######## block 1 ########
block_1/met1.png
Scale bar: 50 um. Supply wires on this layer in gray.
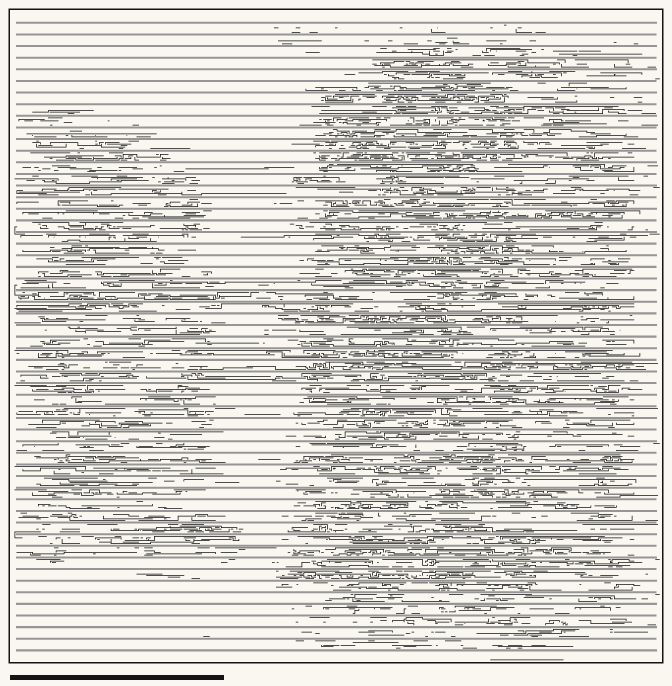
===== config.mk =====
export PLATFORM = sky130hd
export DESIGN_NAME = fetch_stage_flat
export DESIGN_NICKNAME = d
export VERILOG_FILES = /design/src/rtl/fetch_stage_pkg.sv /design/src/rtl/fetch_stage_if.sv /design/src/rtl/fetch_stage_if_id_reg.sv /design/src/rtl/fetch_stage.sv /design/src/flat_wrapper.sv
export SDC_FILE = /design/constraint.sdc
export NUM_CORES = 1
export LEC_CHECK = 0
export ABC_CLOCK_PERIOD_IN_PS = 6600
export CAP_MARGIN = 20
export CORE_UTILIZATION = 46
export CTS_CLUSTER_DIAMETER = 80
export DETAILED_ROUTE_END_ITERATION = 8
export PLACE_DENSITY = 0.78
export SLEW_MARGIN = 30
export SYNTH_ARGS = -nofsm -noshare
export SYNTH_HDL_FRONTEND = slang
export SYNTH_HIERARCHICAL = 1
export SYNTH_SLANG_ARGS = --single-unit

===== constraint.sdc =====
create_clock -name clk -period 6.6 [get_ports clk]
set_clock_uncertainty 0.15 [all_clocks]
set_input_delay 1.32 -clock clk [delete_from_list [all_inputs] [get_ports clk]]
set_output_delay 1.32 -clock clk [all_outputs]
set_load 0.005 [all_outputs]

===== src/rtl/fetch_stage_pkg.sv =====
// -----------------------------------------------------------------------------
// riscv_pkg -- shared types for the RV32I instruction-fetch stage.
//   PKG_XLEN      : datapath width the IF/ID payload is built for
//   NOP_INST      : canonical NOP (addi x0,x0,0) shown in every empty IF/ID slot
//   fetch_state_e : FETCH (request outstanding), HOLD (word parked, stalled),
//                   DRAIN (stale request being waited out after a flush)
//   if_id_t       : IF/ID register payload {inst, pc, pc4, valid}
//   align_word()  : clears bits [1:0] of a redirect address
// -----------------------------------------------------------------------------
package riscv_pkg;

  localparam int unsigned PKG_XLEN = 32;
  localparam logic [31:0] NOP_INST = 32'h0000_0013;

  typedef enum logic [1:0] {
    FETCH = 2'd0,
    HOLD  = 2'd1,
    DRAIN = 2'd2
  } fetch_state_e;

  typedef struct packed {
    logic [31:0]         inst;
    logic [PKG_XLEN-1:0] pc;
    logic [PKG_XLEN-1:0] pc4;
    logic                valid;
  } if_id_t;

  function automatic logic [PKG_XLEN-1:0] align_word(input logic [PKG_XLEN-1:0] addr);
    return addr & {{(PKG_XLEN-2){1'b1}}, 2'b00};
  endfunction

endpackage


===== src/rtl/fetch_stage_if.sv =====
// -----------------------------------------------------------------------------
// fetch_stage_if -- instruction-memory request/response bus.
//   imem_req_o   : fetch request, held until the response strobe
//   imem_addr_o  : fetch address, stable while imem_req_o=1
//   imem_valid_i : response strobe for the outstanding request
//   imem_rdata_i : instruction word, qualified by imem_valid_i
// master = fetch stage side, slave = instruction memory side.
// -----------------------------------------------------------------------------
interface fetch_stage_if #(
  parameter int unsigned XLEN = 32
);
  logic            imem_req_o;
  logic [XLEN-1:0] imem_addr_o;
  logic            imem_valid_i;
  logic [31:0]     imem_rdata_i;

  modport master (
    output imem_req_o,
    output imem_addr_o,
    input  imem_valid_i,
    input  imem_rdata_i
  );

  modport slave (
    input  imem_req_o,
    input  imem_addr_o,
    output imem_valid_i,
    output imem_rdata_i
  );
endinterface


===== src/rtl/fetch_stage_if_id_reg.sv =====
// -----------------------------------------------------------------------------
// if_id_reg -- IF/ID pipeline register.
//   clk, rst_n   : clock, synchronous active-low reset
//   load_i       : capture load_data_i
//   squash_i     : invalidate the slot (wins over load_i)
//   load_data_i  : new IF/ID payload
//   ifid_o       : registered IF/ID payload
// With neither control asserted the slot holds. A squashed slot always shows
// NOP_INST so decode never sees a stale opcode.
// -----------------------------------------------------------------------------
module if_id_reg
  import riscv_pkg::*;
(
  input  logic   clk,
  input  logic   rst_n,
  input  logic   load_i,
  input  logic   squash_i,
  input  if_id_t load_data_i,
  output if_id_t ifid_o
);

  if_id_t ifid_q;
  if_id_t ifid_d;

  // Select squash / load / hold for the next IF/ID contents.
  always_comb begin
    ifid_d = ifid_q;
    if (squash_i) begin
      ifid_d.valid = 1'b0;
      ifid_d.inst  = NOP_INST;
    end else if (load_i) begin
      ifid_d = load_data_i;
    end else begin
      ifid_d = ifid_q;
    end
  end

  // IF/ID register with synchronous reset to an empty NOP slot.
  always_ff @(posedge clk) begin
    if (!rst_n) begin
      ifid_q.inst  <= NOP_INST;
      ifid_q.pc    <= {PKG_XLEN{1'b0}};
      ifid_q.pc4   <= {PKG_XLEN{1'b0}};
      ifid_q.valid <= 1'b0;
    end else begin
      ifid_q <= ifid_d;
    end
  end

  assign ifid_o = ifid_q;

endmodule


===== src/rtl/fetch_stage.sv =====
// -----------------------------------------------------------------------------
// fetch_stage -- RV32I instruction-fetch stage. Owns the PC, keeps one
// request outstanding to instruction memory and fills the IF/ID register.
//   clk, rst_n    : clock, synchronous active-low reset
//   stall_i       : hold IF/ID and PC (load-use hazard)
//   flush_i       : squash IF/ID, redirect PC to br_target_i (bits [1:0] dropped)
//   imem          : instruction-memory bus (fetch_stage_if.master)
//   ifid_*_o      : IF/ID instruction, PC, PC+4 and valid
// Optional macro FETCH_PERF_EN adds perf_fetched_o / perf_bubble_o counters.
// Priority: reset > flush > stall. XLEN must match riscv_pkg::PKG_XLEN.
// -----------------------------------------------------------------------------
module fetch_stage
  import riscv_pkg::*;
#(
  parameter int unsigned     XLEN     = PKG_XLEN,
  parameter logic [XLEN-1:0] RESET_PC = {XLEN{1'b0}}
) (
  input  logic            clk,
  input  logic            rst_n,
  input  logic            stall_i,
  input  logic            flush_i,
  input  logic [XLEN-1:0] br_target_i,
  fetch_stage_if.master   imem,
  output logic [31:0]     ifid_inst_o,
  output logic [XLEN-1:0] ifid_pc_o,
  output logic [XLEN-1:0] ifid_pc4_o,
  output logic            ifid_valid_o
`ifdef FETCH_PERF_EN
  ,
  output logic [31:0]     perf_fetched_o,
  output logic [31:0]     perf_bubble_o
`endif
);

  fetch_state_e    state_q, state_d;
  logic [XLEN-1:0] pc_q, pc_d;
  logic [XLEN-1:0] tgt_q, tgt_d;
  logic [31:0]     skid_q, skid_d;
  logic            req_q, req_d;

  logic [XLEN-1:0] pc_plus4_s;
  logic [XLEN-1:0] redirect_s;
  logic            rsp_s;
  logic            load_s;
  logic            squash_s;
  if_id_t          ld_data_s;
  if_id_t          ifid_s;

  // Wraps modulo 2^XLEN by construction.
  assign pc_plus4_s = pc_q + {{(XLEN-3){1'b0}}, 3'd4};
  assign redirect_s = align_word(br_target_i);
  // A response only counts while our own request is up; this drops late
  // strobes belonging to a request abandoned by reset.
  assign rsp_s      = imem.imem_valid_i & req_q;

  // State register: FSM state, PC, saved flush target, skid word, request flag.
  always_ff @(posedge clk) begin
    if (!rst_n) begin
      state_q <= FETCH;
      pc_q    <= RESET_PC;
      tgt_q   <= {XLEN{1'b0}};
      skid_q  <= NOP_INST;
      req_q   <= 1'b0;
    end else begin
      state_q <= state_d;
      pc_q    <= pc_d;
      tgt_q   <= tgt_d;
      skid_q  <= skid_d;
      req_q   <= req_d;
    end
  end

  // Next-state logic: state transitions, PC update, skid and saved target.
  always_comb begin
    state_d = state_q;
    pc_d    = pc_q;
    tgt_d   = tgt_q;
    skid_d  = skid_q;
    case (state_q)
      FETCH: begin
        if (rsp_s) begin
          if (flush_i) begin
            pc_d = redirect_s;
          end else if (stall_i) begin
            skid_d  = imem.imem_rdata_i;
            state_d = HOLD;
          end else begin
            pc_d = pc_plus4_s;
          end
        end else if (flush_i) begin
          if (req_q) begin
            // The outstanding request cannot be withdrawn: wait it out.
            tgt_d   = redirect_s;
            state_d = DRAIN;
          end else begin
            // Nothing in flight yet (first cycle after reset): redirect now.
            pc_d = redirect_s;
          end
        end else begin
          state_d = FETCH;
        end
      end
      HOLD: begin
        if (flush_i) begin
          pc_d    = redirect_s;
          state_d = FETCH;
        end else if (!stall_i) begin
          pc_d    = pc_plus4_s;
          state_d = FETCH;
        end else begin
          state_d = HOLD;
        end
      end
      DRAIN: begin
        if (rsp_s) begin
          // A flush arriving with the stale word still has the final say.
          pc_d    = flush_i ? redirect_s : tgt_q;
          state_d = FETCH;
        end else if (flush_i) begin
          tgt_d = redirect_s;
        end else begin
          state_d = DRAIN;
        end
      end
      default: begin
        state_d = FETCH;
      end
    endcase
  end

  // Output logic: IF/ID load/squash controls and the next request flag.
  always_comb begin
    load_s          = 1'b0;
    squash_s        = 1'b0;
    ld_data_s.inst  = imem.imem_rdata_i;
    ld_data_s.pc    = pc_q;
    ld_data_s.pc4   = pc_plus4_s;
    ld_data_s.valid = 1'b1;
    case (state_q)
      FETCH: begin
        if (flush_i) begin
          squash_s = 1'b1;
        end else if (stall_i) begin
          load_s = 1'b0;
        end else if (rsp_s) begin
          load_s = 1'b1;
        end else begin
          squash_s = 1'b1;
        end
      end
      HOLD: begin
        ld_data_s.inst = skid_q;
        if (flush_i) begin
          squash_s = 1'b1;
        end else if (!stall_i) begin
          load_s = 1'b1;
        end else begin
          load_s = 1'b0;
        end
      end
      DRAIN: begin
        squash_s = 1'b1;
      end
      default: begin
        squash_s = 1'b1;
      end
    endcase
    // Memory is idle only while a word sits parked in the skid.
    req_d = (state_d != HOLD);
  end

  if_id_reg u_if_id_reg (
    .clk         (clk),
    .rst_n       (rst_n),
    .load_i      (load_s),
    .squash_i    (squash_s),
    .load_data_i (ld_data_s),
    .ifid_o      (ifid_s)
  );

  assign imem.imem_req_o  = req_q;
  assign imem.imem_addr_o = pc_q;

  assign ifid_inst_o  = ifid_s.valid ? ifid_s.inst : NOP_INST;
  assign ifid_pc_o    = ifid_s.pc;
  assign ifid_pc4_o   = ifid_s.pc4;
  assign ifid_valid_o = ifid_s.valid;

`ifdef FETCH_PERF_EN
  logic [31:0] perf_fetched_q, perf_fetched_d;
  logic [31:0] perf_bubble_q, perf_bubble_d;

  // Count delivered instructions and non-stall bubbles; both wrap.
  always_comb begin
    perf_fetched_d = perf_fetched_q;
    perf_bubble_d  = perf_bubble_q;
    if (load_s) begin
      perf_fetched_d = perf_fetched_q + 32'd1;
    end else begin
      perf_fetched_d = perf_fetched_q;
    end
    if (squash_s) begin
      perf_bubble_d = perf_bubble_q + 32'd1;
    end else begin
      perf_bubble_d = perf_bubble_q;
    end
  end

  // Performance counter registers.
  always_ff @(posedge clk) begin
    if (!rst_n) begin
      perf_fetched_q <= 32'd0;
      perf_bubble_q  <= 32'd0;
    end else begin
      perf_fetched_q <= perf_fetched_d;
      perf_bubble_q  <= perf_bubble_d;
    end
  end

  assign perf_fetched_o = perf_fetched_q;
  assign perf_bubble_o  = perf_bubble_q;
`endif

endmodule


===== src/flat_wrapper.sv =====
// flat-port wrapper written by rule: the top's interface ports become plain ports
module fetch_stage_flat import riscv_pkg::*;
#(
  parameter int unsigned     XLEN     = PKG_XLEN,
  parameter logic [XLEN-1:0] RESET_PC = {XLEN{1'b0}}
)
  (clk, rst_n, stall_i, flush_i, br_target_i, ifid_inst_o, ifid_pc_o, ifid_pc4_o, ifid_valid_o, imem_imem_req_o, imem_imem_addr_o, imem_imem_valid_i, imem_imem_rdata_i);
  fetch_stage_if #(.XLEN(XLEN)) imem_i ();
  input  logic clk;
  input  logic rst_n;
  input  logic stall_i;
  input  logic flush_i;
  input  logic [XLEN-1:0] br_target_i;
  output logic [31:0] ifid_inst_o;
  output logic [XLEN-1:0] ifid_pc_o;
  output logic [XLEN-1:0] ifid_pc4_o;
  output logic ifid_valid_o;
  output wire logic [$bits(imem_i.imem_req_o)-1:0] imem_imem_req_o;
  output wire logic [$bits(imem_i.imem_addr_o)-1:0] imem_imem_addr_o;
  input wire logic [$bits(imem_i.imem_valid_i)-1:0] imem_imem_valid_i;
  input wire logic [$bits(imem_i.imem_rdata_i)-1:0] imem_imem_rdata_i;
  assign imem_imem_req_o = imem_i.imem_req_o;
  assign imem_imem_addr_o = imem_i.imem_addr_o;
  assign imem_i.imem_valid_i = imem_imem_valid_i;
  assign imem_i.imem_rdata_i = imem_imem_rdata_i;
  fetch_stage #(.XLEN(XLEN), .RESET_PC(RESET_PC)) u_core (.clk(clk), .rst_n(rst_n), .stall_i(stall_i), .flush_i(flush_i), .br_target_i(br_target_i), .imem(imem_i), .ifid_inst_o(ifid_inst_o), .ifid_pc_o(ifid_pc_o), .ifid_pc4_o(ifid_pc4_o), .ifid_valid_o(ifid_valid_o));
endmodule

==> job_summary.md <==
### Flow metrics

| Metric | Value |
|---|---|
| # resized after CTS | 0 |
| IO Count | 199 |
| Inverter count | 13 |
| Hold_ws | 0.305 ns |
| Non-clk buf share | 16.4% |
| Most common library cells after synthesis | nand2_1 (292), dfxtp_1 (196), mux2i_1 (103) |
| Flip-flops with a built-in enable | 0 |
| Startpoint types | primary input |
| Max-Slew Margin vs Limit | 26.6% |
| Commonest Layout Cell | nand2_1 |
| Area leader, netlist | dfxtp_1 |
| Seq. cell area | 3930 um2 |
| Post-synth seq share | 37.6% |
| Failing checks | design-rule violations |
| Largest register FFs | 97 |
| Status | complete, but fails checks |
| Max-slew violation count | 0 |
| Met1 Track Usage GR | 32.2% |
| Wl on met1 | 12,800 um |
| Post-synth regs | 196 |
| Nets | 1,454 |
| Final Setup Violations | 0 |
| Share of flip-flops with an asynchronous set or reset | 0% |
| Post-CTS Hold Fix Bufs | 0 |
| Critical Path Start | flush_i |
| ClkCell Share | 5.02% |
| Reg2reg start | u_core/state_q[1]$_SDFF_PN0_ |
| Residual DRC | 18 |
| Postcts setup bufs | 0 |
| CTS tree | done |
| Router iterations before antenna repair | 9 |
| Routed vias | 9,712 |
| Post-synth cell types | 71 |
| Placed Area | 12,100 um2 |
| Final worst-path cycle share | 61.5% |
| Met2 Use GR | 40.6% |
| Post-route ant nets | 0 |
About block_1/met1.png:
1,300 nets have wire on it. The longest straight run is 54.7 um. The wires run mostly horizontal. The layer carries 12,800 um of wire. The layer holds 43% of the routed length.

kinds of logic after synthesis:
family          count (synthesis)  share of synthesized area (%)
simple gates                  523                           23.0
compound gates                249                           15.1
flops                         196                           37.6
buf+inv                       155                           8.09
mux                           137                           13.6
xor+xnor                       24                           2.01
fa+ha+maj                       5                          0.600
other cells                     1                         0.0359
report_power, final:
part	internal, mW	switching (mW)	total [mW]
sequential	1.22	0.0766	1.30
clock	0.563	0.559	1.12
combinational	0.187	0.222	0.408

######## block 2 ########
block_2/met1.png
Scale bar: 20 um. Supply wires on this layer in gray.
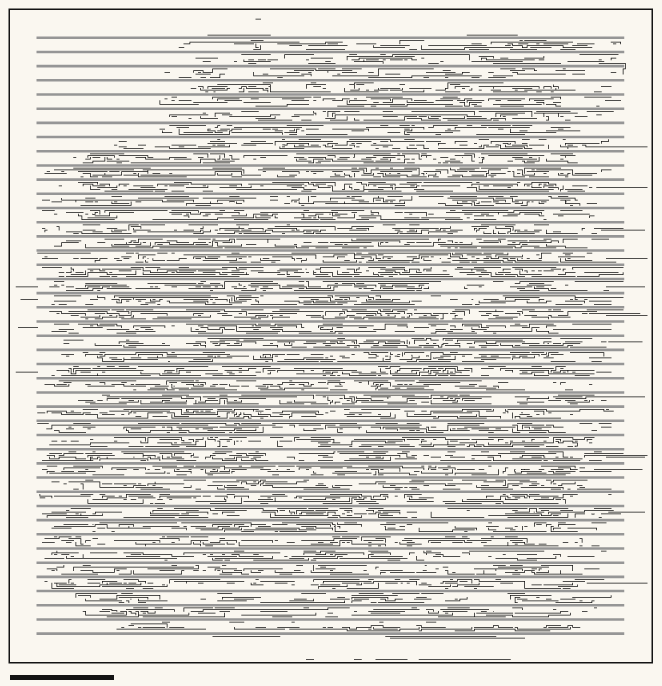
block_2/met4.png
Supply wires on this layer in gray.
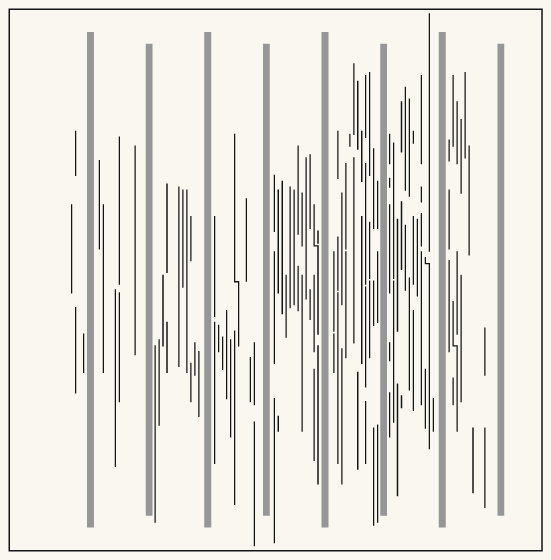
`src/rtl/log_mac_unit.sv`:
```
// Log-domain multiply-accumulate element: adds log exponents, converts the product
// to linear fixed point through a 2^x lookup and accumulates into a wide register.
module log_mac_unit #(
  parameter int M                  = 5,
  parameter int F                  = 10,
  parameter int M_OUT              = M + 1,
  parameter int LOG_TO_LINEAR_BITS = 8,
  parameter int ACC_NON_FRAC       = 11,
  parameter int ACC_FRAC           = 20,
  parameter int OVERFLOW_DETECTION = 0
) (
  input  logic                             clock,
  input  logic                             resetn,
  input  logic                             inValid,
  input  logic                             aSign,
  input  logic                             aIsZero,
  input  logic                             aIsInf,
  input  logic [M+F-1:0]                   aLogExp,
  input  logic                             bSign,
  input  logic                             bIsZero,
  input  logic                             bIsInf,
  input  logic [M+F-1:0]                   bLogExp,
  input  logic [ACC_NON_FRAC+ACC_FRAC-1:0] accIn,
  input  logic                             accInIsInf,
  input  logic                             accInOverflow,
  output logic [ACC_NON_FRAC+ACC_FRAC-1:0] accOut,
  output logic                             accOutIsInf,
  output logic                             accOutOverflow
);

  localparam int EW     = M + F;
  localparam int PW     = M_OUT + F;
  localparam int ACC_W  = ACC_NON_FRAC + ACC_FRAC;
  localparam int MW     = LOG_TO_LINEAR_BITS + 1;
  localparam int IDX_W  = 5;
  localparam int BIAS   = 2 ** (M_OUT - 1);
  localparam int EXT_W  = MW + 2 ** M_OUT - 1;
  localparam int SH_LO  = BIAS + LOG_TO_LINEAR_BITS - ACC_FRAC;
  localparam bit OVF_EN = (OVERFLOW_DETECTION != 32'sd0);

  // round_half_up(2^(k/32) * 256) for the top five fraction bits; saturation is never reached
  function automatic logic [8:0] exp2_lut(input logic [4:0] idx);
    case (idx)
      5'd0:  exp2_lut = 9'd256;  5'd1:  exp2_lut = 9'd262;
      5'd2:  exp2_lut = 9'd267;  5'd3:  exp2_lut = 9'd273;
      5'd4:  exp2_lut = 9'd279;  5'd5:  exp2_lut = 9'd285;
      5'd6:  exp2_lut = 9'd292;  5'd7:  exp2_lut = 9'd298;
      5'd8:  exp2_lut = 9'd304;  5'd9:  exp2_lut = 9'd311;
      5'd10: exp2_lut = 9'd318;  5'd11: exp2_lut = 9'd325;
      5'd12: exp2_lut = 9'd332;  5'd13: exp2_lut = 9'd339;
      5'd14: exp2_lut = 9'd347;  5'd15: exp2_lut = 9'd354;
      5'd16: exp2_lut = 9'd362;  5'd17: exp2_lut = 9'd370;
      5'd18: exp2_lut = 9'd378;  5'd19: exp2_lut = 9'd386;
      5'd20: exp2_lut = 9'd395;  5'd21: exp2_lut = 9'd403;
      5'd22: exp2_lut = 9'd412;  5'd23: exp2_lut = 9'd421;
      5'd24: exp2_lut = 9'd431;  5'd25: exp2_lut = 9'd440;
      5'd26: exp2_lut = 9'd450;  5'd27: exp2_lut = 9'd459;
      5'd28: exp2_lut = 9'd470;  5'd29: exp2_lut = 9'd480;
      5'd30: exp2_lut = 9'd490;  5'd31: exp2_lut = 9'd501;
      default: exp2_lut = 9'd256;
    endcase
  endfunction

  logic [PW-1:0]    prod_log_s;
  logic [M_OUT-1:0] prod_exp_s;
  logic [M_OUT-1:0] shift_s;
  logic [IDX_W-1:0] lut_idx_s;
  logic [MW-1:0]    mant_s;
  logic [EXT_W-1:0] ext_s;
  logic [ACC_W-1:0] mag_s;
  logic [ACC_W-1:0] sum_s;
  logic             prod_sign_s;
  logic             out_of_range_s;
  logic             add_ovf_s;
  logic             unused_s;
  logic [ACC_W-1:0] acc_nxt_s;
  logic             inf_nxt_s;
  logic             ovf_nxt_s;

  assign prod_log_s  = {{(PW-EW){aLogExp[EW-1]}}, aLogExp} + {{(PW-EW){bLogExp[EW-1]}}, bLogExp};
  assign prod_exp_s  = prod_log_s[PW-1:F];
  assign lut_idx_s   = prod_log_s[F-1 -: IDX_W];
  assign mant_s      = exp2_lut(lut_idx_s);
  assign prod_sign_s = aSign ^ bSign;

  // Biased exponent makes the shift non-negative; the grid LSB then sits at bit SH_LO.
  assign shift_s        = {~prod_exp_s[M_OUT-1], prod_exp_s[M_OUT-2:0]};
  assign ext_s          = {{(EXT_W-MW){1'b0}}, mant_s} << shift_s;
  assign mag_s          = ext_s[SH_LO +: ACC_W];
  assign out_of_range_s = |ext_s[EXT_W-1:SH_LO+ACC_W-1];
  // Fraction bits finer than the lookup index and below the grid LSB are dropped.
  assign unused_s       = ^{prod_log_s[F-IDX_W-1:0], ext_s[SH_LO-1:0]};

  assign sum_s     = prod_sign_s ? (accIn - mag_s) : (accIn + mag_s);
  assign add_ovf_s = (sum_s[ACC_W-1] != accIn[ACC_W-1]) &&
                     ((accIn[ACC_W-1] == mag_s[ACC_W-1]) != prod_sign_s);

  // Next accumulator value and sticky flags
  always_comb begin
    acc_nxt_s = accIn;
    inf_nxt_s = accInIsInf;
    ovf_nxt_s = accInOverflow;
    if (inValid && (aIsInf || bIsInf)) begin
      inf_nxt_s = 1'b1;
    end else if (inValid && !aIsZero && !bIsZero) begin
      acc_nxt_s = sum_s;
      ovf_nxt_s = accInOverflow | add_ovf_s | out_of_range_s;
    end else begin
      acc_nxt_s = accIn;
    end
  end

  // Output registers
  always_ff @(posedge clock or negedge resetn) begin
    if (!resetn) begin
      accOut         <= '0;
      accOutIsInf    <= 1'b0;
      accOutOverflow <= 1'b0;
    end else begin
      accOut         <= acc_nxt_s;
      accOutIsInf    <= inf_nxt_s;
      accOutOverflow <= OVF_EN & ovf_nxt_s;
    end
  end

endmodule

```
`config.mk`:
```
export PLATFORM = sky130hd
export DESIGN_NAME = log_mac_unit
export DESIGN_NICKNAME = d
export VERILOG_FILES = /design/src/rtl/log_mac_unit.sv
export SDC_FILE = /design/constraint.sdc
export NUM_CORES = 1
export LEC_CHECK = 0
export CAP_MARGIN = 20
export CORE_AREA = 5 5 118 120
export CTS_CLUSTER_SIZE = 10
export DETAILED_ROUTE_END_ITERATION = 12
export DIE_AREA = 0 0 123 125
export PLACE_DENSITY = 0.75
export SKIP_CTS_REPAIR_TIMING = 1
export SYNTH_ARGS = -nofsm -noshare
export SYNTH_HDL_FRONTEND = slang
export SYNTH_SLANG_ARGS = --single-unit
export TNS_END_PERCENT = 50
```
`constraint.sdc`:
```
create_clock -name clock -period 1.5 [get_ports clock]
set_clock_uncertainty 0.15 [all_clocks]
set_input_delay 0.3 -clock clock [delete_from_list [all_inputs] [get_ports clock]]
set_output_delay 0.3 -clock clock [all_outputs]
set_load 0.01 [all_outputs]
```
==> job_summary.md <==
### Flow metrics

| Metric | Value |
|---|---|
| Gr busiest metal | met2 |
| Clock Power | 1.22 mW |
| Number of logic gates | 746 |
| Largest class | multi-input combinational cells |
| GR Overflow Total | 0 |
| Met2 wire len | 14,100 um |
| Post-synth regs | 32 |
| Critical path buffer and inverter count | 5 |
| Sequential power share | 5.6% |
| CTS tree | done |
| Critical Path AT | 7.96 ns |
| Largest Register | accOut |
| Max Fclk | 126 MHz |
| Pwr/cell area | 1570 nW/um2 |
| Initial antenna violation count | 0 |
| Global routing usage on met3 | 3.66% |
| Final Setup Violations | 31 |
| Antenna cells | 0 |
| Max-slew violation count | 0 |
| Clock share of power | 7.2% |
| CP top delay family | AND-OR/OR-AND gates |
| Top cells excl fill/tap | buf_4 (309), nand2_1 (98), nor2_1 (60) |
| Seq. cell area | 801 um2 |
| Slowest cell delay on critical path | 0.47 ns |
| Inverter count | 26 |
| Design area | 10,800 um2 |
| Status | complete, but fails checks |
| Place WS | -6.89 ns |
| Core area | 12,900 um2 |
| Placed Area | 9760 um2 |
| Multiplexer share | 3.90% |
| Biggest regs | accOut: 31 flops, accOutIsInf: 1 flops |
| Most common reg cell | dfrtp_1 |
| Std-Cell Rows | 42 |
| Startpoint types | primary input |
| Worst-path clk slew | 0.06 ns |
| Max-area cell share | 12.9% |
| Vias in the first global route | 8,145 |
| Most frequent cell after synthesis | nand2_1 |
| Routed vias | 9,148 |
| CTS H-tree lvls | 2 |
| Area leader, netlist | dfrtp_1 |
| Yosys warning total | 0 |
| Root buffer cell | clkbuf_16 |
| Adders+Majority by Area | 11.6% |
| Failing checks | negative setup slack |
| Non-Clock Buffer Count | 426 |
| Commonest Layout Cell | buf_4 |
| Net Switching | 8.19 mW |
| Router iterations before antenna repair | 8 |
| Fin. Hold Viols | 0 |
| Total clock sinks | 32 |
| CP most frequent cell | buf_4 |
| Share of flip-flops with an asynchronous set or reset | 100% |
| Setup ws final | -6.43 ns |
| Tapcells | 176 |
| Complex Gates by Area | 32.6% |
| Synth Instances | 846 |
| Met2 Use GR | 53.0% |
| Switching share of power | 48.4% |
Notes on block_2/met1.png above:
The layer holds 36% of the routed length. The longest straight run is 29.9 um. The layer carries 11,000 um of wire. The wires run mostly horizontal.

Notes on block_2/met4.png above:
The wires run mostly vertical. The longest straight run is 54.9 um. The layer carries 2,590 um of wire. 118 nets have wire on it.

-- through the flow --
step | cells | utilization [%] | total power, mW | setup TNS, ns
after floorplan | 846 | - | 7.67 | -144.22
final | 1414 | 83.9 | 16.9 | -162.16
after CTS | 1391 | 77.1 | 14.2 | -171.11
after detailed placement | 1383 | 75.8 | 12.8 | -175.05
after global placement | 1383 | 75.8 | 12.5 | -169.54
after global routing | 1414 | 83.9 | 17.7 | -170.16

######## block 3 ########
block_3/met1.png
Scale bar: 20 um. Supply wires on this layer in gray.
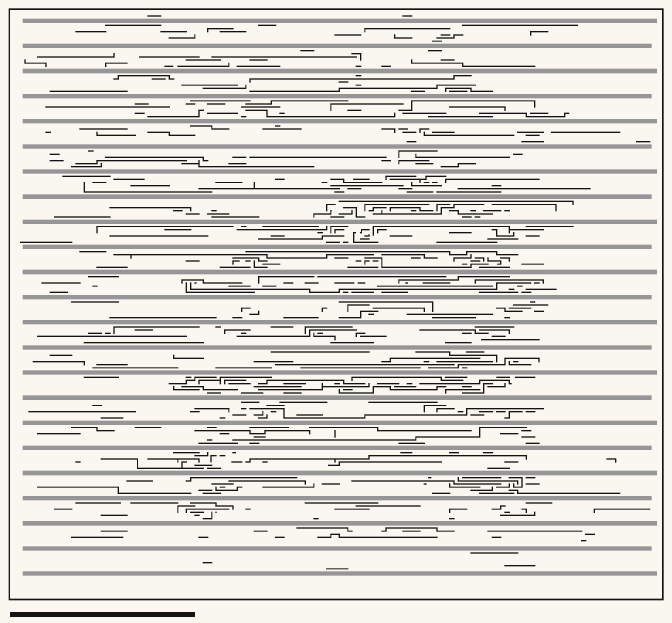
block_3/met2.png
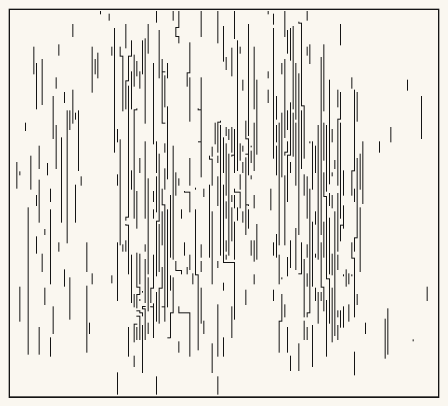
$ cat src/rtl/i2c_target_rx.sv
// I2C target endpoint: oversampled SCL/SDA, START/STOP detection, 7-bit address
// match, write-byte reception and read-byte service through an open-drain SDA enable.
module i2c_target_rx #(
  parameter logic [6:0]  ADDR     = 7'h42,
  parameter int unsigned SYNC_LEN = 2
) (
  input  logic       clk_in,
  input  logic       rst_n,
  input  logic       scl_in,
  input  logic       sda_in,
  output logic       sda_oe,
  output logic [7:0] rx_data,
  output logic       rx_valid,
  input  logic       rx_ready,
  input  logic [7:0] tx_data,
  output logic       tx_req,
  output logic       busy,
  output logic       stop_det
);

  typedef enum logic [2:0] {
    S_IDLE, S_ADDR, S_ADDR_ACK, S_WR_DATA, S_WR_ACK, S_RD_DATA, S_RD_ACK, S_WAIT_STOP
  } state_e;

  logic [SYNC_LEN-1:0] scl_sync_q, scl_sync_d, sda_sync_q, sda_sync_d;
  logic                scl_hist_q, scl_hist_d, sda_hist_q, sda_hist_d;

  state_e      state_q, state_d;
  logic [2:0]  bit_cnt_q, bit_cnt_d;
  logic [7:0]  shift_q, shift_d;
  logic        rw_q, rw_d;
  logic        phase_q, phase_d;
  logic        done_q, done_d;
  logic        ack_q, ack_d;
  logic        sda_oe_q, sda_oe_d;
  logic [7:0]  rx_data_q, rx_data_d;
  logic        rx_valid_q, rx_valid_d;
  logic        tx_req_q, tx_req_d;
  logic        busy_q, busy_d;
  logic        stop_det_q, stop_det_d;

  logic scl_s, sda_s, scl_rise, scl_fall, scl_high, start_ev, stop_ev;
  logic [7:0] shift_in;

  always_comb begin
    scl_sync_d = {scl_sync_q[SYNC_LEN-2:0], scl_in};
    sda_sync_d = {sda_sync_q[SYNC_LEN-2:0], sda_in};
    scl_hist_d = scl_sync_q[SYNC_LEN-1];
    sda_hist_d = sda_sync_q[SYNC_LEN-1];
  end

  assign scl_s    = scl_sync_q[SYNC_LEN-1];
  assign sda_s    = sda_sync_q[SYNC_LEN-1];
  assign scl_rise = scl_s & ~scl_hist_q;
  assign scl_fall = ~scl_s & scl_hist_q;
  assign scl_high = scl_s & scl_hist_q;
  assign start_ev = scl_high & sda_hist_q & ~sda_s;
  assign stop_ev  = scl_high & ~sda_hist_q & sda_s;
  assign shift_in = {shift_q[6:0], sda_s};

  always_comb begin
    state_d    = state_q;
    bit_cnt_d  = bit_cnt_q;
    shift_d    = shift_q;
    rw_d       = rw_q;
    phase_d    = phase_q;
    done_d     = done_q;
    ack_d      = ack_q;
    sda_oe_d   = sda_oe_q;
    rx_data_d  = rx_data_q;
    rx_valid_d = 1'b0;
    tx_req_d   = 1'b0;
    busy_d     = busy_q;
    stop_det_d = 1'b0;

    if (stop_ev) begin
      state_d    = S_IDLE;
      bit_cnt_d  = '0;
      sda_oe_d   = 1'b0;
      busy_d     = 1'b0;
      stop_det_d = 1'b1;
      phase_d    = 1'b0;
      done_d     = 1'b0;
    end else if (start_ev) begin
      state_d   = S_ADDR;
      bit_cnt_d = '0;
      sda_oe_d  = 1'b0;
      phase_d   = 1'b0;
      done_d    = 1'b0;
    end else begin
      case (state_q)
        S_IDLE: ;
        S_ADDR: begin
          if (scl_rise) begin
            shift_d   = shift_in;
            bit_cnt_d = bit_cnt_q + 3'd1;
            if (bit_cnt_q == 3'd7) begin
              if (shift_in[7:1] == ADDR) begin
                busy_d  = 1'b1;
                rw_d    = shift_in[0];
                phase_d = 1'b0;
                state_d = S_ADDR_ACK;
              end else begin
                busy_d  = 1'b0;
                state_d = S_WAIT_STOP;
              end
            end
          end
        end
        // phase_q: 0 = before the ACK bit is driven, 1 = ACK bit on the bus
        S_ADDR_ACK: begin
          if (scl_fall) begin
            if (!phase_q) begin
              sda_oe_d = 1'b1;
              phase_d  = 1'b1;
            end else if (rw_q) begin
              shift_d  = tx_data;
              sda_oe_d = ~tx_data[7];
              phase_d  = 1'b1;
              done_d   = 1'b0;
              state_d  = S_RD_DATA;
            end else begin
              sda_oe_d = 1'b0;
              phase_d  = 1'b0;
              state_d  = S_WR_DATA;
            end
          end else if (scl_rise && phase_q && rw_q) begin
            tx_req_d = 1'b1;
          end
        end
        S_WR_DATA: begin
          if (scl_rise) begin
            shift_d   = shift_in;
            bit_cnt_d = bit_cnt_q + 3'd1;
            if (bit_cnt_q == 3'd7) begin
              rx_data_d  = shift_in;
              rx_valid_d = 1'b1;
              ack_d      = rx_ready;
              phase_d    = 1'b0;
              state_d    = S_WR_ACK;
            end
          end
        end
        S_WR_ACK: begin
          if (scl_fall) begin
            if (!phase_q) begin
              sda_oe_d = ack_q;
              phase_d  = 1'b1;
            end else begin
              sda_oe_d = 1'b0;
              phase_d  = 1'b0;
              state_d  = ack_q ? S_WR_DATA : S_WAIT_STOP;
            end
          end
        end
        // phase_q: byte loaded from tx_data; done_q: 8th bit clocked out
        S_RD_DATA: begin
          if (scl_rise) begin
            bit_cnt_d = bit_cnt_q + 3'd1;
            if (bit_cnt_q == 3'd7) done_d = 1'b1;
          end else if (scl_fall) begin
            if (!phase_q) begin
              shift_d  = tx_data;
              sda_oe_d = ~tx_data[7];
              phase_d  = 1'b1;
            end else if (done_q) begin
              sda_oe_d = 1'b0;
              done_d   = 1'b0;
              phase_d  = 1'b0;
              state_d  = S_RD_ACK;
            end else begin
              shift_d  = {shift_q[6:0], 1'b0};
              sda_oe_d = ~shift_q[6];
            end
          end
        end
        S_RD_ACK: begin
          if (scl_rise) begin
            if (!sda_s) begin
              tx_req_d = 1'b1;
              phase_d  = 1'b0;
              state_d  = S_RD_DATA;
            end else begin
              state_d = S_WAIT_STOP;
            end
          end
        end
        S_WAIT_STOP: sda_oe_d = 1'b0;
        default: state_d = S_IDLE;
      endcase
    end
  end

  always_ff @(posedge clk_in or negedge rst_n) begin
    if (!rst_n) begin
      scl_sync_q <= '1;
      sda_sync_q <= '1;
      scl_hist_q <= 1'b1;
      sda_hist_q <= 1'b1;
      state_q    <= S_IDLE;
      bit_cnt_q  <= '0;
      shift_q    <= '0;
      rw_q       <= 1'b0;
      phase_q    <= 1'b0;
      done_q     <= 1'b0;
      ack_q      <= 1'b0;
      sda_oe_q   <= 1'b0;
      rx_data_q  <= '0;
      rx_valid_q <= 1'b0;
      tx_req_q   <= 1'b0;
      busy_q     <= 1'b0;
      stop_det_q <= 1'b0;
    end else begin
      scl_sync_q <= scl_sync_d;
      sda_sync_q <= sda_sync_d;
      scl_hist_q <= scl_hist_d;
      sda_hist_q <= sda_hist_d;
      state_q    <= state_d;
      bit_cnt_q  <= bit_cnt_d;
      shift_q    <= shift_d;
      rw_q       <= rw_d;
      phase_q    <= phase_d;
      done_q     <= done_d;
      ack_q      <= ack_d;
      sda_oe_q   <= sda_oe_d;
      rx_data_q  <= rx_data_d;
      rx_valid_q <= rx_valid_d;
      tx_req_q   <= tx_req_d;
      busy_q     <= busy_d;
      stop_det_q <= stop_det_d;
    end
  end

  assign sda_oe   = sda_oe_q;
  assign rx_data  = rx_data_q;
  assign rx_valid = rx_valid_q;
  assign tx_req   = tx_req_q;
  assign busy     = busy_q;
  assign stop_det = stop_det_q;

endmodule

$ cat config.mk
export PLATFORM = sky130hd
export DESIGN_NAME = i2c_target_rx
export DESIGN_NICKNAME = d
export VERILOG_FILES = /design/src/rtl/i2c_target_rx.sv
export SDC_FILE = /design/constraint.sdc
export NUM_CORES = 1
export LEC_CHECK = 0
export CORE_ASPECT_RATIO = 0.9
export CORE_UTILIZATION = 48
export DETAILED_ROUTE_END_ITERATION = 12
export GPL_TIMING_DRIVEN = 0
export PLACE_DENSITY_LB_ADDON = 0.25
export RECOVER_POWER = 50
export SLEW_MARGIN = 15
export SYNTH_ARGS = -nofsm -noshare
export SYNTH_HDL_FRONTEND = slang
export SYNTH_SLANG_ARGS = --single-unit
$ cat constraint.sdc
create_clock -name clk_in -period 3.1 [get_ports clk_in]
set_input_delay 0.31 -clock clk_in [delete_from_list [all_inputs] [get_ports clk_in]]
set_output_delay 0.31 -clock clk_in [all_outputs]
set_load 0.01 [all_outputs]
==> job_summary.md <==
### Flow metrics

| Metric | Value |
|---|---|
| Max-slew violation count | 36 |
| XOR/XNOR Fraction of Synth Area | 0.862% |
| Flip-flops with a built-in enable | 0 |
| Vias in the first global route | 1,512 |
| Setup TNS | 0 ns |
| Tapcells | 48 |
| Pwr/cell area | 789 nW/um2 |
| Failing checks | design-rule violations, max-capacitance violations, max-slew violations |
| Initial antenna violation count | 0 |
| Status | complete, but fails checks |
| Logic area | 1040 um2 |
| Critical Path AT | 2.48 ns |
| Post-route ant nets | 0 |
| Min-Delay Path Class | primary input to asynchronous set/reset pin |
| FILL cells | 362 |
| Adders+Majority by Area | 3.08% |
| Max Cap Viol | 1 |
| CLK BUF | 6 |
| Area leader, netlist | dfrtp_1 |
| RSZ-0062 raised after global routing | no |
| Residual DRC | 2 |
| Worst VDD drop | 329 uV |
| Non-clk buf share | 12.8% |
| Startpoint types | flop |
| Setup ws final | 0.798 ns |
| Placed Area | 2360 um2 |
| DP HPWL | 3140 um |
| Net Switching | 0.721 mW |
| Largest class | multi-input combinational cells |
| Log Warnings | 28 |
| CTS H-tree lvls | 2 |
| Root buffer cell | clkbuf_8 |
| Yosys simple share | 14.0% |
| Switching share of power | 37.4% |
| Share of flip-flops with an asynchronous set or reset | 100% |
| Inverter count | 9 |
| GP Congestion | 0.885 |
| Reg2reg start | scl_hist_q$_DFF_PN1_ |
| Tmin final | 2.30 ns |
| Antenna cells | 0 |
| Max-Slew Margin vs Limit | -23.5% |
| IO Count | 26 |
| Flops | 36 |
| GR Util All Layers | 22.0% |
| Final Setup Violations | 0 |
| Cell area leaders | dfrtp_1 (37%), mux2_2 (8.3%), dfstp_2 (7.8%), mux2_4 (5.2%), a21oi_1 (3.9%) |
| Complex Gates by Area | 16.9% |
| Clock buffer depth | 2 |
About block_3/met1.png:
The layer carries 2,070 um of wire. The longest straight run is 25.3 um. The wires run mostly horizontal. 206 nets have wire on it.

About block_3/met2.png:
The layer holds 46% of the routed length. The longest straight run is 29.2 um. The layer carries 1,980 um of wire. 197 nets have wire on it.

[routing by layer]
layer | global-route usage [%] | up-vias
met5 | 0 | -
met2 | 32.9 | 47
met1 | 29.5 | 740
met3 | 5.76 | 13
met4 | 11.3 | 0
li1 | - | 726
[critical path, cell delays in order (launching register included)]
cell and delay [ns]:
dfstp_2 0.55, inv_1 0.04, ha_1 0.26, and2_4 0.21, o311a_4 0.32, o41ai_4 0.44, mux2_1 0.36
[sequential cells by signal, summed over array words and instances, names as in the netlist, 2 cells and up]
register    cells
state_q         3
rx_data         8
scl_sync_q      2
shift_q         7
bit_cnt_q       3
sda_sync_q      2

######## block 4 ########
block_4/met1.png
Scale bar: 20 um. Supply wires on this layer in gray.
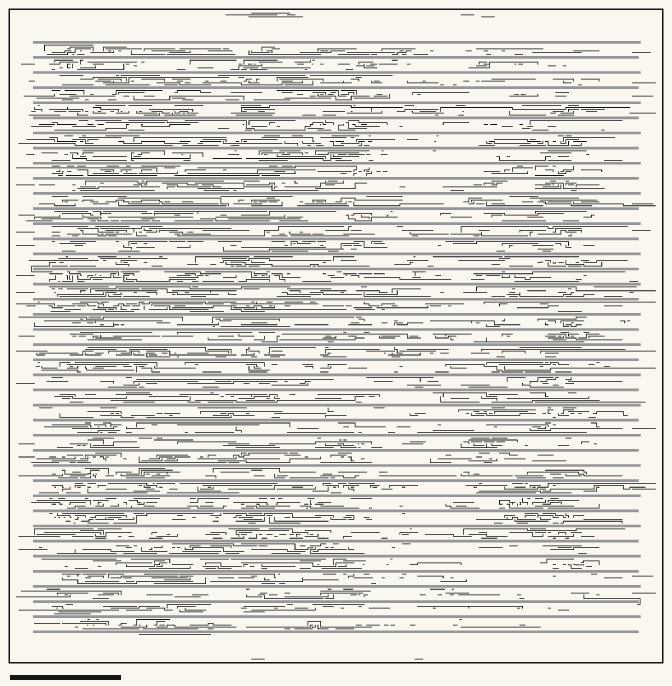
--- src/rtl/cart_usb_arbiter_if.sv ---
// Bundle of request/ack, translation-stage and block-RAM signals for cart_usb_arbiter.
//   master : arbiter side (takes requests, drives strobes, acks, RAM port)
//   slave  : environment side (requesters, translation stage, RAM)
// Cart/USB: req/we/addr[25:0]/wdata[15:0] in, ack/rdata[15:0] out.
// Translation: from_cart/from_usb/cart_usb_addr[25:0] out, compact_addr[18:0] in.
// RAM: mem_en/mem_we/mem_addr[18:0]/mem_wdata[15:0] out, mem_rdata[15:0] in.
interface cart_usb_arbiter_if;
  logic        cart_req;
  logic        cart_we;
  logic [25:0] cart_addr;
  logic [15:0] cart_wdata;
  logic        cart_ack;
  logic [15:0] cart_rdata;

  logic        usb_req;
  logic        usb_we;
  logic [25:0] usb_addr;
  logic [15:0] usb_wdata;
  logic        usb_ack;
  logic [15:0] usb_rdata;

  logic        from_cart;
  logic        from_usb;
  logic [25:0] cart_usb_addr;
  logic [18:0] compact_addr;

  logic        mem_en;
  logic        mem_we;
  logic [18:0] mem_addr;
  logic [15:0] mem_wdata;
  logic [15:0] mem_rdata;

  modport master (
    input  cart_req, cart_we, cart_addr, cart_wdata,
    output cart_ack, cart_rdata,
    input  usb_req, usb_we, usb_addr, usb_wdata,
    output usb_ack, usb_rdata,
    output from_cart, from_usb, cart_usb_addr,
    input  compact_addr,
    output mem_en, mem_we, mem_addr, mem_wdata,
    input  mem_rdata
  );

  modport slave (
    output cart_req, cart_we, cart_addr, cart_wdata,
    input  cart_ack, cart_rdata,
    output usb_req, usb_we, usb_addr, usb_wdata,
    input  usb_ack, usb_rdata,
    input  from_cart, from_usb, cart_usb_addr,
    output compact_addr,
    input  mem_en, mem_we, mem_addr, mem_wdata,
    output mem_rdata
  );
endinterface

--- src/rtl/cart_usb_arbiter.sv ---
// cart_usb_arbiter: shares one block-RAM port between a cart requester and a USB requester.
// One transaction at a time: IDLE -> ISSUE (translation strobe) -> ACCESS (RAM enable)
// -> [RDWAIT for reads] -> DONE (ack pulse) -> IDLE.
// Cart has priority, but after STARVE_LIMIT consecutive cart grants with USB waiting,
// USB is granted.
// Ports:
//   clk   : rising-edge clock
//   rst_n : asynchronous active-low reset
//   bus   : cart_usb_arbiter_if.master (requests, translation stage, RAM port)
module cart_usb_arbiter #(
  parameter int unsigned STARVE_LIMIT = 4
) (
  input logic                clk,
  input logic                rst_n,
  cart_usb_arbiter_if.master bus
);

  typedef enum logic [2:0] {
    StIdle,
    StIssue,
    StAccess,
    StRdWait,
    StDone
  } state_e;

  localparam logic [2:0] StarveLimit = 3'(STARVE_LIMIT);

  state_e      state_q, state_d;
  logic [2:0]  starve_q, starve_d;
  logic        id_usb_q, id_usb_d;
  logic        we_q, we_d;
  logic [25:0] addr_q, addr_d;
  logic [15:0] wdata_q, wdata_d;
  logic [15:0] cart_rdata_q, cart_rdata_d;
  logic [15:0] usb_rdata_q, usb_rdata_d;

  logic        any_req;
  logic        grant_usb;

  // USB wins only when cart is idle or cart has used up its starvation allowance.
  always_comb begin
    any_req   = bus.cart_req | bus.usb_req;
    grant_usb = bus.usb_req & (~bus.cart_req | (starve_q == StarveLimit));
  end

  // State register.
  always_ff @(posedge clk or negedge rst_n) begin
    if (!rst_n) begin
      state_q <= StIdle;
    end else begin
      state_q <= state_d;
    end
  end

  // Transaction latches, starvation counter and read-data holding registers.
  always_ff @(posedge clk or negedge rst_n) begin
    if (!rst_n) begin
      starve_q     <= 3'd0;
      id_usb_q     <= 1'b0;
      we_q         <= 1'b0;
      addr_q       <= 26'd0;
      wdata_q      <= 16'd0;
      cart_rdata_q <= 16'd0;
      usb_rdata_q  <= 16'd0;
    end else begin
      starve_q     <= starve_d;
      id_usb_q     <= id_usb_d;
      we_q         <= we_d;
      addr_q       <= addr_d;
      wdata_q      <= wdata_d;
      cart_rdata_q <= cart_rdata_d;
      usb_rdata_q  <= usb_rdata_d;
    end
  end

  // Next-state and datapath updates.
  always_comb begin
    state_d      = state_q;
    starve_d     = starve_q;
    id_usb_d     = id_usb_q;
    we_d         = we_q;
    addr_d       = addr_q;
    wdata_d      = wdata_q;
    cart_rdata_d = cart_rdata_q;
    usb_rdata_d  = usb_rdata_q;

    unique case (state_q)
      StIdle: begin
        if (any_req) begin
          state_d  = StIssue;
          id_usb_d = grant_usb;
          if (grant_usb) begin
            we_d     = bus.usb_we;
            addr_d   = bus.usb_addr;
            wdata_d  = bus.usb_wdata;
            starve_d = 3'd0;
          end else begin
            we_d    = bus.cart_we;
            addr_d  = bus.cart_addr;
            wdata_d = bus.cart_wdata;
            // Count only cart grants that made USB wait; saturate at 7.
            if (bus.usb_req) begin
              if (starve_q != 3'd7) begin
                starve_d = starve_q + 3'd1;
              end
            end else begin
              starve_d = 3'd0;
            end
          end
        end
      end
      StIssue:  state_d = StAccess;
      StAccess: state_d = we_q ? StDone : StRdWait;
      StRdWait: begin
        state_d = StDone;
        if (id_usb_q) begin
          usb_rdata_d = bus.mem_rdata;
        end else begin
          cart_rdata_d = bus.mem_rdata;
        end
      end
      StDone:   state_d = StIdle;
      default:  state_d = StIdle;
    endcase
  end

  // Outputs decoded from state; addr_q only changes on grant, so it doubles as
  // the held cart_usb_addr value.
  always_comb begin
    bus.from_cart     = (state_q == StIssue) & ~id_usb_q;
    bus.from_usb      = (state_q == StIssue) & id_usb_q;
    bus.cart_usb_addr = addr_q;

    bus.mem_en        = (state_q == StAccess);
    bus.mem_we        = (state_q == StAccess) & we_q;
    bus.mem_addr      = (state_q == StAccess) ? bus.compact_addr : 19'd0;
    bus.mem_wdata     = (state_q == StAccess) ? wdata_q : 16'd0;

    bus.cart_ack      = (state_q == StDone) & ~id_usb_q;
    bus.usb_ack       = (state_q == StDone) & id_usb_q;
    bus.cart_rdata    = cart_rdata_q;
    bus.usb_rdata     = usb_rdata_q;
  end

endmodule

--- src/flat_wrapper.sv ---
// flat-port wrapper written by rule: the top's interface ports become plain ports
module cart_usb_arbiter_flat 
#(
  parameter int unsigned STARVE_LIMIT = 4
)
  (clk, rst_n, bus_cart_req, bus_cart_we, bus_cart_addr, bus_cart_wdata, bus_cart_ack, bus_cart_rdata, bus_usb_req, bus_usb_we, bus_usb_addr, bus_usb_wdata, bus_usb_ack, bus_usb_rdata, bus_from_cart, bus_from_usb, bus_cart_usb_addr, bus_compact_addr, bus_mem_en, bus_mem_we, bus_mem_addr, bus_mem_wdata, bus_mem_rdata);
  cart_usb_arbiter_if bus_i ();
  input logic clk;
  input logic rst_n;
  input wire logic [$bits(bus_i.cart_req)-1:0] bus_cart_req;
  input wire logic [$bits(bus_i.cart_we)-1:0] bus_cart_we;
  input wire logic [$bits(bus_i.cart_addr)-1:0] bus_cart_addr;
  input wire logic [$bits(bus_i.cart_wdata)-1:0] bus_cart_wdata;
  output wire logic [$bits(bus_i.cart_ack)-1:0] bus_cart_ack;
  output wire logic [$bits(bus_i.cart_rdata)-1:0] bus_cart_rdata;
  input wire logic [$bits(bus_i.usb_req)-1:0] bus_usb_req;
  input wire logic [$bits(bus_i.usb_we)-1:0] bus_usb_we;
  input wire logic [$bits(bus_i.usb_addr)-1:0] bus_usb_addr;
  input wire logic [$bits(bus_i.usb_wdata)-1:0] bus_usb_wdata;
  output wire logic [$bits(bus_i.usb_ack)-1:0] bus_usb_ack;
  output wire logic [$bits(bus_i.usb_rdata)-1:0] bus_usb_rdata;
  output wire logic [$bits(bus_i.from_cart)-1:0] bus_from_cart;
  output wire logic [$bits(bus_i.from_usb)-1:0] bus_from_usb;
  output wire logic [$bits(bus_i.cart_usb_addr)-1:0] bus_cart_usb_addr;
  input wire logic [$bits(bus_i.compact_addr)-1:0] bus_compact_addr;
  output wire logic [$bits(bus_i.mem_en)-1:0] bus_mem_en;
  output wire logic [$bits(bus_i.mem_we)-1:0] bus_mem_we;
  output wire logic [$bits(bus_i.mem_addr)-1:0] bus_mem_addr;
  output wire logic [$bits(bus_i.mem_wdata)-1:0] bus_mem_wdata;
  input wire logic [$bits(bus_i.mem_rdata)-1:0] bus_mem_rdata;
  assign bus_i.cart_req = bus_cart_req;
  assign bus_i.cart_we = bus_cart_we;
  assign bus_i.cart_addr = bus_cart_addr;
  assign bus_i.cart_wdata = bus_cart_wdata;
  assign bus_cart_ack = bus_i.cart_ack;
  assign bus_cart_rdata = bus_i.cart_rdata;
  assign bus_i.usb_req = bus_usb_req;
  assign bus_i.usb_we = bus_usb_we;
  assign bus_i.usb_addr = bus_usb_addr;
  assign bus_i.usb_wdata = bus_usb_wdata;
  assign bus_usb_ack = bus_i.usb_ack;
  assign bus_usb_rdata = bus_i.usb_rdata;
  assign bus_from_cart = bus_i.from_cart;
  assign bus_from_usb = bus_i.from_usb;
  assign bus_cart_usb_addr = bus_i.cart_usb_addr;
  assign bus_i.compact_addr = bus_compact_addr;
  assign bus_mem_en = bus_i.mem_en;
  assign bus_mem_we = bus_i.mem_we;
  assign bus_mem_addr = bus_i.mem_addr;
  assign bus_mem_wdata = bus_i.mem_wdata;
  assign bus_i.mem_rdata = bus_mem_rdata;
  cart_usb_arbiter #(.STARVE_LIMIT(STARVE_LIMIT)) u_core (.clk(clk), .rst_n(rst_n), .bus(bus_i));
endmodule
--- config.mk ---
export PLATFORM = sky130hd
export DESIGN_NAME = cart_usb_arbiter_flat
export DESIGN_NICKNAME = d
export VERILOG_FILES = /design/src/rtl/cart_usb_arbiter_if.sv /design/src/rtl/cart_usb_arbiter.sv /design/src/flat_wrapper.sv
export SDC_FILE = /design/constraint.sdc
export NUM_CORES = 1
export LEC_CHECK = 0
export ABC_AREA = 1
export CAP_MARGIN = 20
export CORE_MARGIN = 4
export CORE_UTILIZATION = 37
export DETAILED_ROUTE_END_ITERATION = 10
export PLACE_DENSITY = 0.78
export SETUP_SLACK_MARGIN = 0.4
export SYNTH_ARGS = -nofsm -noshare
export SYNTH_HDL_FRONTEND = slang
export SYNTH_SLANG_ARGS = --single-unit
--- constraint.sdc ---
create_clock -name clk -period 1.6 [get_ports clk]
set_clock_uncertainty 0.2 [all_clocks]
set_input_delay 0.24 -clock clk [delete_from_list [all_inputs] [get_ports clk]]
set_output_delay 0.24 -clock clk [all_outputs]
set_load 0.05 [all_outputs]
==> job_summary.md <==
### Flow metrics

| Metric | Value |
|---|---|
| WL final | 23,700 um |
| Crit-path cells | inv_2, nand3_4, buf_12, nor2_4, buf_12 |
| Setup TNS | -22.13 ns |
| Number of logic gates | 389 |
| Multiplexer share | 0% |
| Chip Area, Yosys | 4420 um2 |
| Sequential power share | 19.0% |
| Worst path depth | 5 |
| Fp util | 38.2% |
| Pwr/cell area | 2160 nW/um2 |
| Avg Vias per Cell | 5.40 |
| Post-route ant nets | 0 |
| ClkCell Share | 2.95% |
| Logic area | 2670 um2 |
| Clock buffer depth | 2 |
| Post-Syn Area per Cell | 6.97 um2 |
| Yosys warning total | 0 |
| Total power after layout | 22.4 mW |
| Most common library cells after synthesis | nand2_1 (205), inv_1 (129), nand3_1 (91) |
| Setup ws final | -0.372 ns |
| Initial DRC count | 710 |
| Synth Instances | 635 |
| Pleak | 5.02 nW |
| Max-slew violation count | 0 |
| Place WS | -0.205 ns |
| Worst Path Max Fanout | 10 |
| Worst-path clk slew | 0.06 ns |
| Final Setup Violations | 94 |
| Flops | 82 |
| Die W | 117 um |
| Finished Layout Cells | 1,091 |
| Fin. Hold Viols | 0 |
| Seq. cell area | 2060 um2 |
| Inverter count | 130 |
| Failing checks | negative setup slack |
| Top cells excl fill/tap | nand2_1 (136), inv_1 (126), clkdlybuf4s50_1 (122) |
| Largest class | buffers |
| Log Warnings | 30 |
| Die Ht | 117 um |
| Root buffer cell | clkbuf_16 |
| Status | complete, but fails checks |
## Picture notes: block_4/met1.png
The longest straight run is 35.4 um. The wires run mostly horizontal. 933 nets have wire on it. The layer carries 8,090 um of wire.

logic make-up after synthesis:
family          count (synthesis)
simple gates                  350
compound gates                 36
fa+ha+maj                       3
buf+inv                       164
flops                          82
flip-flops by register name, indices dropped and copies added, names as in the netlist:
signal / flops
u_core.starve_q: 3
u_core.we_q: 1
u_core.bus.cart_rdata: 16
u_core.bus.usb_rdata: 16
u_core.id_usb_q: 1
u_core.wdata_q: 16
u_core.state_q: 3
u_core.bus.cart_usb_addr: 26
layer usage:
metal,routed length (um),global-route usage (%)
met5,0,0
met4,1580,14.6
met3,2270,8.13
met2,11800,49.1
met1,8090,30.7


==> gallery <==
Signal wires on met2.
panel A
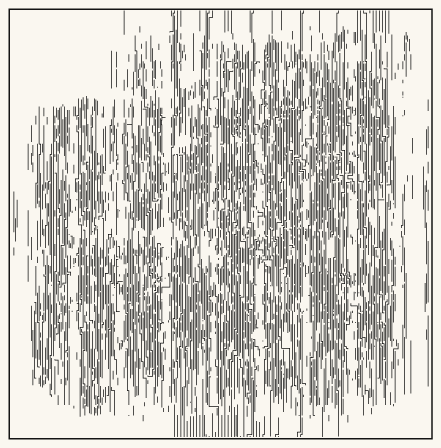
panel B
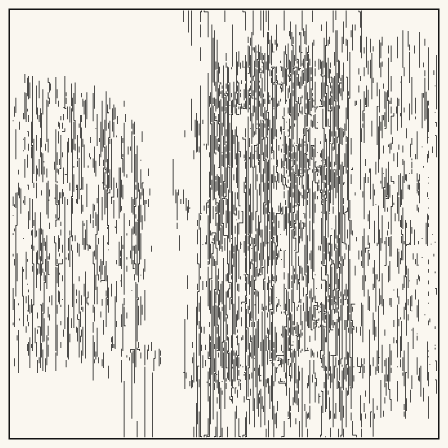
panel C
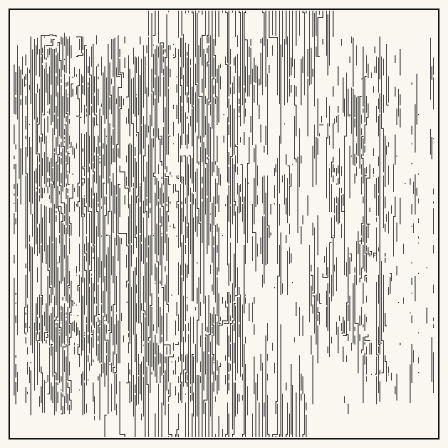
| from | picture |
|---|---|
| block 1 | panel B |
| block 4 | panel C |
| block 2 | panel A |

No activity file was given, so power comes from the tool's default toggle rates.
